# ---- design 1 ----
Design 1, met1 routing:
(2 px per um) Supply wires on this layer in grey. Cells faint in the background.
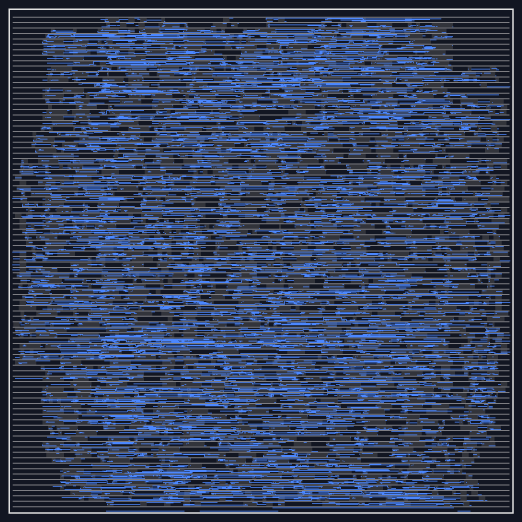
## src/rtl/axis_burst_master_pkg.sv

```systemverilog
// Shared definitions for the AXIS burst master/slave pair: FSM state encoding
// and default stream/counter widths.
package axis_burst_master_pkg;

    typedef enum logic {
        IDLE = 1'b0,
        SEND = 1'b1
    } state_t;

    localparam int DEF_DATA_WIDTH  = 32;
    localparam int DEF_TRANS_WIDTH = 4;

endpackage

```

## src/rtl/axis_burst_master_burst_buf.sv

```systemverilog
// Burst payload buffer: register array with synchronous write and clear,
// combinational read so the master can load the next beat on the same edge.
module burst_buf
    import axis_burst_master_pkg::*;
#(
    parameter int data_width  = DEF_DATA_WIDTH,
    parameter int trans_width = DEF_TRANS_WIDTH,
    parameter int depth       = 2**trans_width
) (
    input  logic                   clk,
    input  logic                   clr,
    input  logic                   wr_en,
    input  logic [trans_width-1:0] wr_addr,
    input  logic [data_width-1:0]  wr_data,
    input  logic [trans_width-1:0] rd_addr,
    output logic [data_width-1:0]  rd_data
);

    logic [data_width-1:0] mem [depth];

    // One register per entry so the whole buffer clears in a single cycle.
    genvar gi;
    generate
        for (gi = 0; gi < depth; gi++) begin : g_entry
            always_ff @(posedge clk) begin
                if (clr) begin
                    mem[gi] <= '0;
                end else if (wr_en && (wr_addr == trans_width'(gi))) begin
                    mem[gi] <= wr_data;
                end
            end
        end
    endgenerate

    // Addresses past the last entry only occur on the final beat, where the
    // read value is discarded.
    assign rd_data = (int'(rd_addr) < depth) ? mem[rd_addr] : '0;

endmodule

```

## src/rtl/axis_burst_master.sv

```systemverilog
// AXIS burst master: streams a fixed-length burst from a locally written
// buffer, with zero-bubble beats and stall-safe registered outputs.
module axis_burst_master
    import axis_burst_master_pkg::*;
#(
    parameter int data_width  = DEF_DATA_WIDTH,
    parameter int trans_width = DEF_TRANS_WIDTH,
    parameter int trans_lenth = 2**trans_width
) (
    input  logic                   clk,
    input  logic                   rst,
    input  logic                   wr_en,
    input  logic [trans_width-1:0] wr_addr,
    input  logic [data_width-1:0]  wr_data,
    input  logic                   start,
    output logic [data_width-1:0]  m_data,
    output logic                   m_valid,
    input  logic                   m_ready,
    output logic                   m_last,
    output logic                   busy,
    output logic                   done
);

    localparam logic [trans_width-1:0] LAST = trans_width'(trans_lenth - 1);
    localparam logic [trans_width-1:0] ONE  = trans_width'(1);

    state_t                  state_reg;
    logic [trans_width-1:0]  cnt_reg;
    logic [trans_width-1:0]  cnt_next;
    logic [trans_width-1:0]  rd_addr;
    logic [data_width-1:0]   rd_data;
    logic                    buf_wr_en;

    // The buffer is locked for the whole burst, and a write that collides
    // with an accepted start is dropped so beat 0 carries the old contents.
    assign buf_wr_en = (state_reg == IDLE) && wr_en && !start;
    assign cnt_next  = cnt_reg + ONE;
    assign rd_addr   = (state_reg == SEND) ? cnt_next : '0;

    burst_buf #(
        .data_width  (data_width),
        .trans_width (trans_width),
        .depth       (trans_lenth)
    ) u_buf (
        .clk     (clk),
        .clr     (rst),
        .wr_en   (buf_wr_en),
        .wr_addr (wr_addr),
        .wr_data (wr_data),
        .rd_addr (rd_addr),
        .rd_data (rd_data)
    );

    always_ff @(posedge clk) begin
        if (rst) begin
            state_reg <= IDLE;
            cnt_reg   <= '0;
            m_data    <= '0;
            m_valid   <= 1'b0;
            m_last    <= 1'b0;
            busy      <= 1'b0;
            done      <= 1'b0;
        end else begin
            case (state_reg)
                IDLE: begin
                    done <= 1'b0;
                    if (start) begin
                        state_reg <= SEND;
                        cnt_reg   <= '0;
                        m_data    <= rd_data;
                        m_valid   <= 1'b1;
                        m_last    <= (LAST == '0);
                        busy      <= 1'b1;
                    end
                end
                SEND: begin
                    // Without a handshake every output holds its value.
                    if (m_valid && m_ready) begin
                        if (cnt_reg == LAST) begin
                            state_reg <= IDLE;
                            cnt_reg   <= '0;
                            m_valid   <= 1'b0;
                            m_last    <= 1'b0;
                            busy      <= 1'b0;
                            done      <= 1'b1;
                        end else begin
                            cnt_reg <= cnt_next;
                            m_data  <= rd_data;
                            m_last  <= (cnt_next == LAST);
                        end
                    end
                end
                default: state_reg <= IDLE;
            endcase
        end
    end

endmodule

```

## config.mk

```make
export PLATFORM = sky130hd
export DESIGN_NAME = axis_burst_master
export DESIGN_NICKNAME = d
export VERILOG_FILES = /design/src/rtl/axis_burst_master_pkg.sv /design/src/rtl/axis_burst_master_burst_buf.sv /design/src/rtl/axis_burst_master.sv
export SDC_FILE = /design/constraint.sdc
export NUM_CORES = 1
export LEC_CHECK = 0
export CAP_MARGIN = 25
export CELL_PAD_IN_SITES_DETAIL_PLACEMENT = 2
export CELL_PAD_IN_SITES_GLOBAL_PLACEMENT = 2
export CORE_UTILIZATION = 40
export DETAILED_ROUTE_END_ITERATION = 8
export PLACE_DENSITY_LB_ADDON = 0.08
export SETUP_SLACK_MARGIN = 0.5
export SLEW_MARGIN = 20
export SYNTH_ARGS = -nofsm -noshare
export SYNTH_HDL_FRONTEND = slang
export SYNTH_HIERARCHICAL = 1
export SYNTH_SLANG_ARGS = --single-unit
```

## constraint.sdc

```tcl
create_clock -name clk -period 2.96 [get_ports clk]
set_input_delay 0.296 -clock clk [delete_from_list [all_inputs] [get_ports clk]]
set_output_delay 0.296 -clock clk [all_outputs]
set_load 0.01 [all_outputs]
```

==> results.cfg <==
; flow metrics
[yosys]
synth_nets = 1659
postSynthCellCount = 1616
largest_area_cell = edfxtp_1
synth.top_cell.area_share = 0.619
xor_share = 0.00106
synthTopLogicFamily = simple AND/OR/NAND/NOR gates
ys_sh_mux = 0.129
syn_area_mm2 = 0.0248
postSynthSeqShare = 0.652
synth-simple-area-share = 0.165
ys_ff = 552
yosysChipArea_mm2 = 0.0248
flop_cell = edfxtp_1

[routing]
drt_iter0_markers = 943
drcViolationCount = 0
drt_wl_total_um = 75100
wl_met2_um = 37400
wl_met1_um = 32400
routedWlPerCell_um = 29.4

[setup_path]
r2r_slack_ns = 0.57
cp_num_buf_inv = 3
r2r_cells = 10
crit_path_end_kind = flip-flop
critPathTopFamily = buffers and inverters
worstPathArrival_ns = 2.90
max_stage_delay_ns = 0.38
crit_path_start_kind = flip-flop
crit_start = cnt_reg[0]$_SDFFE_PP0P_
r2r-end = m_data[26]$_SDFFE_PP0P_
crit_fanout = 8

[global_route]
gr-usage-met1 = 0.323
grt_most_used_layer = met2
overflow = 0
grt_use_met2 = 0.415

[hold_path]
holdPathEnd = m_data[18]$_SDFFE_PP0P_
worstHoldStart = rst

[finish]
nFillCells = 5581
regArea_mm2 = 0.0162
seq_cell_count = 552
drive_gt1_frac = 0.219
buffers = 184
nNetsFinal = 1769
stdcell_count = 2558
inv_count = 2
comb_share = 0.286
nonClkBufAreaFrac = 0.0685
logic_area_mm2 = 0.00848

[final_timing]
slew_headroom = 0.444
worst_clock_skew_ns = 0.0121
tightest_slew_ns = 0.834
fin_crit_sh = 0.807
hold_viol_final = 0
timing.fmax_mhz = 419

[die]
fp_util = 0.408
die_h_um = 251
core-area_mm2 = 0.0608

[clock_tree]
htreeDepth = 2
cts_max_path_buffers = 3
numCtsBuffers = 61
cts.clk_slew.worst_paths_ns = 0.06

[outcome]
outcome = completed

[placed_design]
portBuffers = 76
gp_congestion = 0.775
dp_hpwl_um = 44600

[power_and_ir_drop]
total_power_w = 0.0177
irDropWorstVdd_uv = 510
About 'met1 routing' of design 1:
The wires run mostly horizontal. The layer holds 43% of the routed length. The longest straight run is 96.6 um. The layer carries 32.4 mm of wire.

[what timing repair did]
item | CTS | global route
hold buffers | 0 | 0
gates cloned | 4 | 0
setup buffers | 21 | 1
endpoints found under the setup margin | 451 | 128
endpoints found under the hold margin | 0 | 0
gates resized | 17 | 17
pin swaps | 9 | 2
[power by group]
| group | switching [W] | internal (W) | total [W] |
|---|---|---|---|
| combinational | 0.000722 | 0.000541 | 0.00126 |
| clock | 0.00314 | 0.00443 | 0.00757 |
| sequential | 0.0000904 | 0.00878 | 0.00887 |

# ---- design 2 ----
$ cat src/rtl/uart_frame_check.sv
// UART frame checker: takes majority-voted bits from the receiver front end,
// assembles one frame (start, data, optional parity, stop bits) and reports
// a good word or the error found. Keeps saturating parity/stop error counts.
module uart_frame_check #(
    parameter int DATA_WIDTH = 8,
    parameter int STOP_BITS  = 1,
    parameter int CNT_WIDTH  = 8
) (
    input  logic                  CLK,
    input  logic                  Reset,
    input  logic                  frame_start,
    input  logic                  bit_valid,
    input  logic                  sampled_bit,
    input  logic                  PAR_EN,
    input  logic                  PAR_TYP,
    input  logic                  clr_cnt,
    output logic [DATA_WIDTH-1:0] data_out,
    output logic                  data_valid,
    output logic                  start_error,
    output logic                  parity_error,
    output logic                  stop_error,
    output logic                  busy,
    output logic [CNT_WIDTH-1:0]  par_err_cnt,
    output logic [CNT_WIDTH-1:0]  stop_err_cnt
);

    localparam int BCW = $clog2(DATA_WIDTH + 1);
    localparam logic [BCW-1:0]       BIT_LAST = BCW'(DATA_WIDTH - 1);
    localparam logic [BCW-1:0]       BIT_MAX  = BCW'(DATA_WIDTH);
    localparam logic [BCW-1:0]       BIT_ONE  = BCW'(1);
    localparam logic [CNT_WIDTH-1:0] CNT_MAX  = {CNT_WIDTH{1'b1}};
    localparam logic [CNT_WIDTH-1:0] CNT_ONE  = CNT_WIDTH'(1);
    localparam bit                   TWO_STOP = (STOP_BITS == 2);

    typedef enum logic [2:0] {
        S_IDLE   = 3'd0,
        S_START  = 3'd1,
        S_DATA   = 3'd2,
        S_PARITY = 3'd3,
        S_STOP1  = 3'd4,
        S_STOP2  = 3'd5,
        S_DONE   = 3'd6
    } state_t;

    // Expected parity bit of a data word; odd=1 selects odd parity.
    function automatic logic f_exp_parity(input logic [DATA_WIDTH-1:0] d, input logic odd);
        return (^d) ^ odd;
    endfunction

    state_t                r_state, w_state_nxt;
    logic                  r_par_en, w_par_en_nxt;
    logic                  r_par_typ, w_par_typ_nxt;
    logic [BCW-1:0]        r_bit_cnt, w_bit_cnt_nxt;
    logic [DATA_WIDTH-1:0] r_shadow, w_shadow_nxt;
    logic                  r_par_flag, w_par_flag_nxt;
    logic                  r_stop_flag, w_stop_flag_nxt;
    logic [DATA_WIDTH-1:0] r_data_out, w_data_out_nxt;
    logic                  r_data_valid, w_data_valid_nxt;
    logic                  r_start_err, w_start_err_nxt;
    logic                  r_par_err, w_par_err_nxt;
    logic                  r_stop_err, w_stop_err_nxt;
    logic                  r_busy, w_busy_nxt;
    logic [CNT_WIDTH-1:0]  r_par_cnt, w_par_cnt_nxt;
    logic [CNT_WIDTH-1:0]  r_stop_cnt, w_stop_cnt_nxt;
    logic                  w_finish;

    // State register; reset returns to IDLE from anywhere.
    always_ff @(posedge CLK) begin
        if (Reset) begin
            r_state <= S_IDLE;
        end else begin
            r_state <= w_state_nxt;
        end
    end

    // Next-state, frame datapath and next values of every registered output.
    always_comb begin
        w_state_nxt      = r_state;
        w_par_en_nxt     = r_par_en;
        w_par_typ_nxt    = r_par_typ;
        w_bit_cnt_nxt    = r_bit_cnt;
        w_shadow_nxt     = r_shadow;
        w_par_flag_nxt   = r_par_flag;
        w_stop_flag_nxt  = r_stop_flag;
        w_data_out_nxt   = r_data_out;
        w_data_valid_nxt = 1'b0;
        w_start_err_nxt  = 1'b0;
        w_par_err_nxt    = 1'b0;
        w_stop_err_nxt   = 1'b0;
        w_par_cnt_nxt    = r_par_cnt;
        w_stop_cnt_nxt   = r_stop_cnt;
        w_finish         = 1'b0;

        case (r_state)
            S_IDLE: begin
                if (frame_start) begin
                    // Parity configuration is frozen for the whole frame.
                    w_state_nxt     = S_START;
                    w_par_en_nxt    = PAR_EN;
                    w_par_typ_nxt   = PAR_TYP;
                    w_par_flag_nxt  = 1'b0;
                    w_stop_flag_nxt = 1'b0;
                end else begin
                    w_state_nxt = S_IDLE;
                end
            end
            S_START: begin
                if (bit_valid) begin
                    if (sampled_bit) begin
                        // False start: abort quietly apart from start_error.
                        w_state_nxt     = S_IDLE;
                        w_start_err_nxt = 1'b1;
                    end else begin
                        w_state_nxt   = S_DATA;
                        w_bit_cnt_nxt = {BCW{1'b0}};
                    end
                end else begin
                    w_state_nxt = S_START;
                end
            end
            S_DATA: begin
                if (bit_valid) begin
                    w_shadow_nxt = {sampled_bit, r_shadow[DATA_WIDTH-1:1]};
                    if (r_bit_cnt != BIT_MAX) begin
                        w_bit_cnt_nxt = r_bit_cnt + BIT_ONE;
                    end else begin
                        w_bit_cnt_nxt = r_bit_cnt;
                    end
                    if (r_bit_cnt == BIT_LAST) begin
                        w_state_nxt = r_par_en ? S_PARITY : S_STOP1;
                    end else begin
                        w_state_nxt = S_DATA;
                    end
                end else begin
                    w_state_nxt = S_DATA;
                end
            end
            S_PARITY: begin
                if (bit_valid) begin
                    w_state_nxt = S_STOP1;
                    if (sampled_bit != f_exp_parity(r_shadow, r_par_typ)) begin
                        w_par_flag_nxt = 1'b1;
                    end else begin
                        w_par_flag_nxt = r_par_flag;
                    end
                end else begin
                    w_state_nxt = S_PARITY;
                end
            end
            S_STOP1: begin
                if (bit_valid) begin
                    w_stop_flag_nxt = r_stop_flag | ~sampled_bit;
                    if (TWO_STOP) begin
                        w_state_nxt = S_STOP2;
                    end else begin
                        w_state_nxt = S_DONE;
                        w_finish    = 1'b1;
                    end
                end else begin
                    w_state_nxt = S_STOP1;
                end
            end
            S_STOP2: begin
                if (bit_valid) begin
                    w_stop_flag_nxt = r_stop_flag | ~sampled_bit;
                    w_state_nxt     = S_DONE;
                    w_finish        = 1'b1;
                end else begin
                    w_state_nxt = S_STOP2;
                end
            end
            S_DONE: begin
                w_state_nxt = S_IDLE;
            end
            default: begin
                w_state_nxt = S_IDLE;
            end
        endcase

        // Result pulses are loaded on the edge that enters DONE so they are
        // visible during the DONE cycle, one cycle after the last stop bit.
        if (w_finish) begin
            w_par_err_nxt    = r_par_flag;
            w_stop_err_nxt   = w_stop_flag_nxt;
            w_data_valid_nxt = ~(r_par_flag | w_stop_flag_nxt);
            w_data_out_nxt   = r_shadow;
        end else begin
            w_data_out_nxt = r_data_out;
        end

        // Counters follow the registered pulses; clear beats increment.
        if (clr_cnt) begin
            w_par_cnt_nxt  = {CNT_WIDTH{1'b0}};
            w_stop_cnt_nxt = {CNT_WIDTH{1'b0}};
        end else begin
            if (r_par_err && (r_par_cnt != CNT_MAX)) begin
                w_par_cnt_nxt = r_par_cnt + CNT_ONE;
            end else begin
                w_par_cnt_nxt = r_par_cnt;
            end
            if (r_stop_err && (r_stop_cnt != CNT_MAX)) begin
                w_stop_cnt_nxt = r_stop_cnt + CNT_ONE;
            end else begin
                w_stop_cnt_nxt = r_stop_cnt;
            end
        end

        w_busy_nxt = (w_state_nxt != S_IDLE);
    end

    // Datapath and output registers, all cleared by reset.
    always_ff @(posedge CLK) begin
        if (Reset) begin
            r_par_en     <= 1'b0;
            r_par_typ    <= 1'b0;
            r_bit_cnt    <= {BCW{1'b0}};
            r_shadow     <= {DATA_WIDTH{1'b0}};
            r_par_flag   <= 1'b0;
            r_stop_flag  <= 1'b0;
            r_data_out   <= {DATA_WIDTH{1'b0}};
            r_data_valid <= 1'b0;
            r_start_err  <= 1'b0;
            r_par_err    <= 1'b0;
            r_stop_err   <= 1'b0;
            r_busy       <= 1'b0;
            r_par_cnt    <= {CNT_WIDTH{1'b0}};
            r_stop_cnt   <= {CNT_WIDTH{1'b0}};
        end else begin
            r_par_en     <= w_par_en_nxt;
            r_par_typ    <= w_par_typ_nxt;
            r_bit_cnt    <= w_bit_cnt_nxt;
            r_shadow     <= w_shadow_nxt;
            r_par_flag   <= w_par_flag_nxt;
            r_stop_flag  <= w_stop_flag_nxt;
            r_data_out   <= w_data_out_nxt;
            r_data_valid <= w_data_valid_nxt;
            r_start_err  <= w_start_err_nxt;
            r_par_err    <= w_par_err_nxt;
            r_stop_err   <= w_stop_err_nxt;
            r_busy       <= w_busy_nxt;
            r_par_cnt    <= w_par_cnt_nxt;
            r_stop_cnt   <= w_stop_cnt_nxt;
        end
    end

    assign data_out     = r_data_out;
    assign data_valid   = r_data_valid;
    assign start_error  = r_start_err;
    assign parity_error = r_par_err;
    assign stop_error   = r_stop_err;
    assign busy         = r_busy;
    assign par_err_cnt  = r_par_cnt;
    assign stop_err_cnt = r_stop_cnt;

endmodule

$ cat config.mk
export PLATFORM = sky130hd
export DESIGN_NAME = uart_frame_check
export DESIGN_NICKNAME = d
export VERILOG_FILES = /design/src/rtl/uart_frame_check.sv
export SDC_FILE = /design/constraint.sdc
export NUM_CORES = 1
export LEC_CHECK = 0
export ABC_AREA = 0
export CORE_MARGIN = 1.5
export CORE_UTILIZATION = 40
export CTS_BUF_LIST = sky130_fd_sc_hd__clkbuf_8
export DETAILED_ROUTE_END_ITERATION = 16
export PLACE_DENSITY = 0.66
export SKIP_LAST_GASP = 1
export SYNTH_ARGS = -nofsm -noshare
export SYNTH_HDL_FRONTEND = slang
export SYNTH_SLANG_ARGS = --single-unit
$ cat constraint.sdc
create_clock -name CLK -period 4.81 [get_ports CLK]
set_clock_uncertainty 0.15 [all_clocks]
set_input_delay 0.7215 -clock CLK [delete_from_list [all_inputs] [get_ports CLK]]
set_output_delay 0.7215 -clock CLK [all_outputs]
set_load 0.01 [all_outputs]
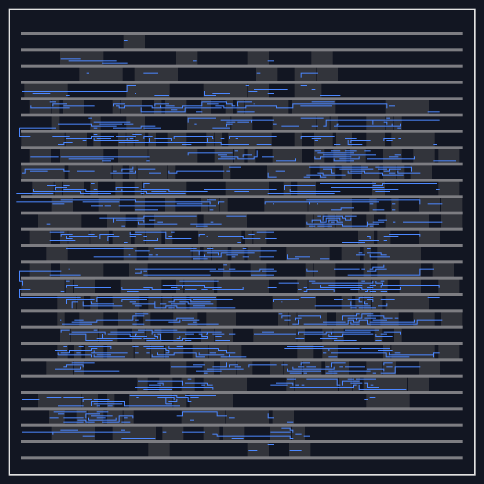
Design 2: met1 routing
(6 px per um) Supply wires on this layer in grey. Cells faint in the background.
The layer carries 2,160 um of wire. The wires run mostly horizontal. 244 nets have wire on it. The layer holds 50% of the routed length.

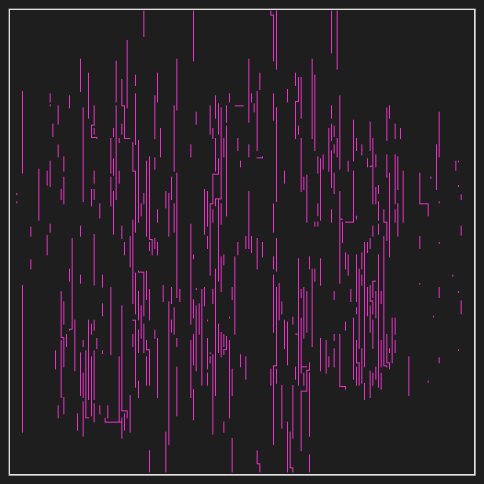
Design 2: met2 routing
(6 px per um)
The wires run mostly vertical. The longest straight run is 24.5 um. The layer carries 1,910 um of wire.

==> results.cfg <==
; flow metrics
[routing]
routedWlPerCell_um = 12.5
drt_pass1_iterations = 4
num_vias = 1782
drt_iter0_markers = 64

[power_and_ir_drop]
powerClk_w = 0.000251
p_seq_w = 0.000411
p_comb_w = 0.0000547

[final_timing]
fin_crit_sh = 0.518
post-route-min-period_ns = 2.49
finalWorstSetupSlack_ns = 2.32
timing.fmax_mhz = 401
tns_ns = 0
slew_viol_final = 0

[yosys]
syn_avg_cell_area_um2 = 9.17
ys_cells = 241
postSynthSeqShare = 0.435
yosysWarnings = 0
ys_sh_mux = 0.0543
synth.distinct_cells = 47
xor_share = 0.0656
synthArstFlopShare = 0

[setup_path]
setup.worst_path.end = stop_err_cnt[7]$_SDFFE_PP0P_
crit_path_start_kind = primary input
r2r-end = busy$_SDFF_PP0_
worstPathCellList = clkdlybuf4s50_1 -> buf_4 -> or2_0 -> or4_1 -> o21ai_1

[global_route]
overflow = 0

[die]
die_area_mm2 = 0.00598
rows = 26
fp_util = 0.425

[clock_tree]
cts_tree = done
numCtsBuffers = 5
cts-root-buf = clkbuf_8

[placed_design]
dp_hpwl_um = 2990
place_area_mm2 = 0.00261

[finish]
lay_top_count = dfxtp_1
clock_area_frac = 0.0361
regArea_um2 = 961
logic_area_mm2 = 0.00117

[outcome]
outcome = completed

[flow_run]
max_cap_violations = 0
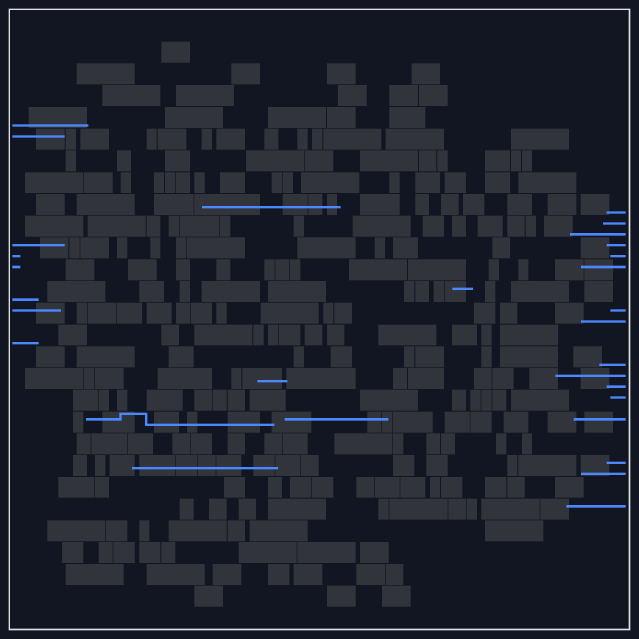
Design 2: M3 wires
(8 px per um) Cells faint in the background.
The layer holds 4.1% of the routed length. 27 nets have wire on it. The wires run mostly horizontal. The longest straight run is 17.9 um. The layer carries 176 um of wire.

[routing by layer]
metal  vias to the layer above  wire (um)  track usage
met5                         -          0            0
met1                       826       2160        0.197
li1                        918          -            -
met2                        33       1910        0.247
met4                         0         63       0.0545
met3                         5        176       0.0329
[sequential cells by signal, summed over array words and instances (netlist names), 3 cells and up]
signal	cells
r_shadow	8
stop_err_cnt	8
par_err_cnt	8
data_out	8
r_state	3
r_bit_cnt	4

# ---- design 3 ----
Design 3, met1 routing:
(6 px per um) Supply wires on this layer in grey. Cells faint in the background.
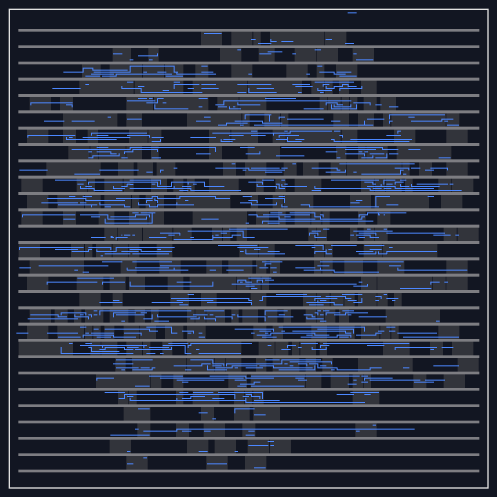
Design 3, met2 routing:
(6 px per um)
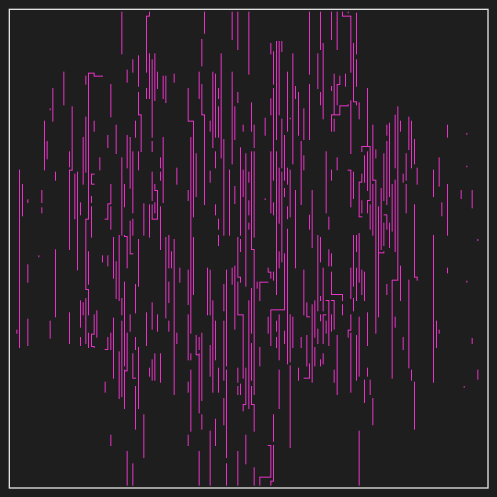
[config.mk]
export PLATFORM = sky130hd
export DESIGN_NAME = prod_acc
export DESIGN_NICKNAME = d
export VERILOG_FILES = /design/src/rtl/prod_acc.sv
export SDC_FILE = /design/constraint.sdc
export NUM_CORES = 1
export LEC_CHECK = 0
export CORE_MARGIN = 1
export CORE_UTILIZATION = 32
export DETAILED_ROUTE_END_ITERATION = 8
export REMOVE_ABC_BUFFERS = 1
export SLEW_MARGIN = 20
export SYNTH_ARGS = -nofsm -noshare
export SYNTH_HDL_FRONTEND = slang
export SYNTH_SLANG_ARGS = --single-unit
[constraint.sdc]
create_clock -name clk -period 2.74 [get_ports clk]
set_clock_uncertainty 0.05 [all_clocks]
set_input_delay 0.685 -clock clk [delete_from_list [all_inputs] [get_ports clk]]
set_output_delay 0.685 -clock clk [all_outputs]
set_load 0.02 [all_outputs]
[src/rtl/prod_acc.sv]
// prod_acc: frame accumulator for unsigned 16-bit products.
// Sums LEN accepted products into an ACC_W-bit accumulator.
// The finished sum is held until the consumer takes it.
// A sticky flag records any carry out of the accumulator.
// Optional feature macro: PROD_ACC_SAT_EN.
//   Defined:   the accumulator clamps at its maximum on overflow.
//   Undefined: the accumulator wraps modulo 2^ACC_W.
// In both builds the overflow flag is set on overflow.
module prod_acc #(
    parameter int LEN   = 8,
    parameter int ACC_W = 20
) (
    input  logic             clk,
    input  logic             rst,
    input  logic             clr,
    input  logic             in_valid,
    output logic             in_ready,
    input  logic [15:0]      in_prod,
    output logic             out_valid,
    input  logic             out_ready,
    output logic [ACC_W-1:0] out_sum,
    output logic             out_ovf
);

    localparam int CNT_W = (LEN > 1) ? $clog2(LEN) : 1;
    localparam logic [CNT_W-1:0] CNT_LAST = CNT_W'(LEN - 1);

    typedef enum logic {
        ST_ACC  = 1'b0,
        ST_DONE = 1'b1
    } state_t;

    state_t           state_q, state_d;
    logic [ACC_W-1:0] acc_q, acc_d;
    logic [CNT_W-1:0] cnt_q, cnt_d;
    logic             ovf_q, ovf_d;

    logic             beat;
    logic             last_beat;
    logic             release_res;
    logic [ACC_W:0]   sum_wide;
    logic             carry;
    logic [ACC_W-1:0] acc_add;

    // A beat is taken only while collecting.
    // A clear in the same cycle discards the product.
    assign beat        = in_valid && (state_q == ST_ACC) && !clr;
    assign last_beat   = beat && (cnt_q == CNT_LAST);
    assign release_res = (state_q == ST_DONE) && out_ready;

    // Add with one spare bit so the carry out is visible.
    assign sum_wide = {1'b0, acc_q} + {{(ACC_W - 15){1'b0}}, in_prod};
    assign carry    = sum_wide[ACC_W];

`ifdef PROD_ACC_SAT_EN
    // Clamp on carry.
    // Once at full scale, every later add carries or adds zero.
    // The accumulator therefore stays pinned for the rest of the frame.
    assign acc_add = carry ? {ACC_W{1'b1}} : sum_wide[ACC_W-1:0];
`else
    // Wrap modulo 2^ACC_W. The sticky flag still records the carry.
    assign acc_add = sum_wide[ACC_W-1:0];
`endif

    // State register. Reset is asynchronous and returns to collecting.
    always_ff @(posedge clk or posedge rst) begin
        if (rst) begin
            state_q <= ST_ACC;
        end else begin
            state_q <= state_d;
        end
    end

    // Next-state logic. Clear overrides every handshake.
    always_comb begin
        state_d = state_q;
        if (clr) begin
            state_d = ST_ACC;
        end else begin
            case (state_q)
                ST_ACC:  if (last_beat)   state_d = ST_DONE;
                ST_DONE: if (release_res) state_d = ST_ACC;
                default:                  state_d = ST_ACC;
            endcase
        end
    end

    // Datapath next-state logic for the accumulator, beat counter and sticky overflow flag.
    always_comb begin
        acc_d = acc_q;
        cnt_d = cnt_q;
        ovf_d = ovf_q;
        if (clr || release_res) begin
            acc_d = '0;
            cnt_d = '0;
            ovf_d = 1'b0;
        end else if (beat) begin
            acc_d = acc_add;
            ovf_d = ovf_q | carry;
            cnt_d = last_beat ? '0 : cnt_q + CNT_W'(1);
        end
    end

    // Datapath registers. Cleared asynchronously with the state.
    always_ff @(posedge clk or posedge rst) begin
        if (rst) begin
            acc_q <= '0;
            cnt_q <= '0;
            ovf_q <= 1'b0;
        end else begin
            acc_q <= acc_d;
            cnt_q <= cnt_d;
            ovf_q <= ovf_d;
        end
    end

    // Output decode. The result is visible only in DONE and is forced to zero otherwise.
    always_comb begin
        in_ready  = (state_q == ST_ACC);
        out_valid = (state_q == ST_DONE);
        out_sum   = (state_q == ST_DONE) ? acc_q : '0;
        out_ovf   = (state_q == ST_DONE) && ovf_q;
    end

endmodule

==> results.cfg <==
; flow metrics
[finish]
clock_area_frac = 0.0166
nonClkBufAreaFrac = 0.251
regArea_um2 = 626
nFillCells = 572
nNetsFinal = 336
fin_area_mm2 = 0.00271

[hold_path]
hold_path.class = reg -> reg

[yosys]
synth.top_cell.area_share = 0.325
topCellsByArea = dfrtp_1 33%, ha_1 12%, and2_1 7.5%
synthArstFlopShare = 1.00
syn_avg_cell_area_um2 = 8.51
synth.distinct_cells = 40

[clock_tree]
ctsHoldBuffers = 0
htreeDepth = 1
cts_tree = done

[global_route]
grt_most_used_layer = met2
overflow = 0

[power_and_ir_drop]
power_density_mw_per_mm2 = 518
p_leak_nw = 1.29
intPower_w = 0.000886

[setup_path]
worstPathCellList = dlygate4sd2_1 -> ha_2 -> fa_2 -> a21o_1 -> a221o_2 -> a31oi_4 -> o21ai_2 -> a31o_1 -> and3_1
path_depth = 9
worstPathArrival_ns = 2.74

[die]
ios = 44
fp_util = 0.341

[outcome]
outcome = completed

[routing]
met3WireLength_um = 167

[final_timing]
timing.fmax_mhz = 383
## Picture notes: 'met1 routing' of design 3
The wires run mostly horizontal. The longest straight run is 39.6 um. The layer carries 2,270 um of wire. 304 nets have wire on it.
Via Count: 1,821
M1 GR Usage: 0.208
final wirelength: 4880 um

## Picture notes: 'met2 routing' of design 3
The wires run mostly vertical. The longest straight run is 32.6 um. The layer carries 2,440 um of wire.

[state kept, by name, indices dropped and copies added, names as in the netlist]
| register | count |
|---|---|
| cnt_q | 3 |
| acc_q | 20 |
| out_valid | 1 |
| ovf_q | 1 |
[kinds of logic (layout without fill, tap and decap cells)]
logic type,count (synthesis),after routing,share of synthesized area
compound gates,63,63,0.215
xor+xnor,11,11,0.0501
fa+ha+maj,19,19,0.127
buf+inv,15,84,0.0306
flops,25,25,0.325
mux,5,5,0.0260
simple gates,88,88,0.226


==> notes/layouts.md <==
Pictures saved along the way, in no particular order.

Congestion heat map.
image #1
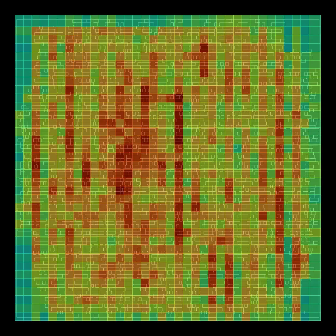
image #2
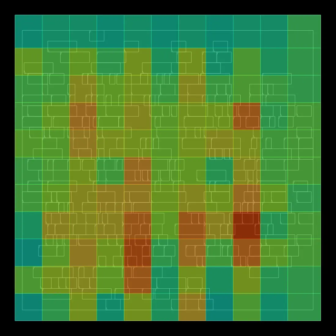
image #3
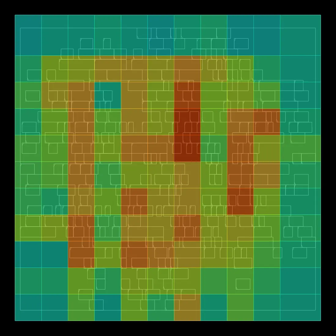
Image #2 comes from design 2.
Image #3 comes from design 3.
Image #1 comes from design 1.
Of these, highest track usage: image #1

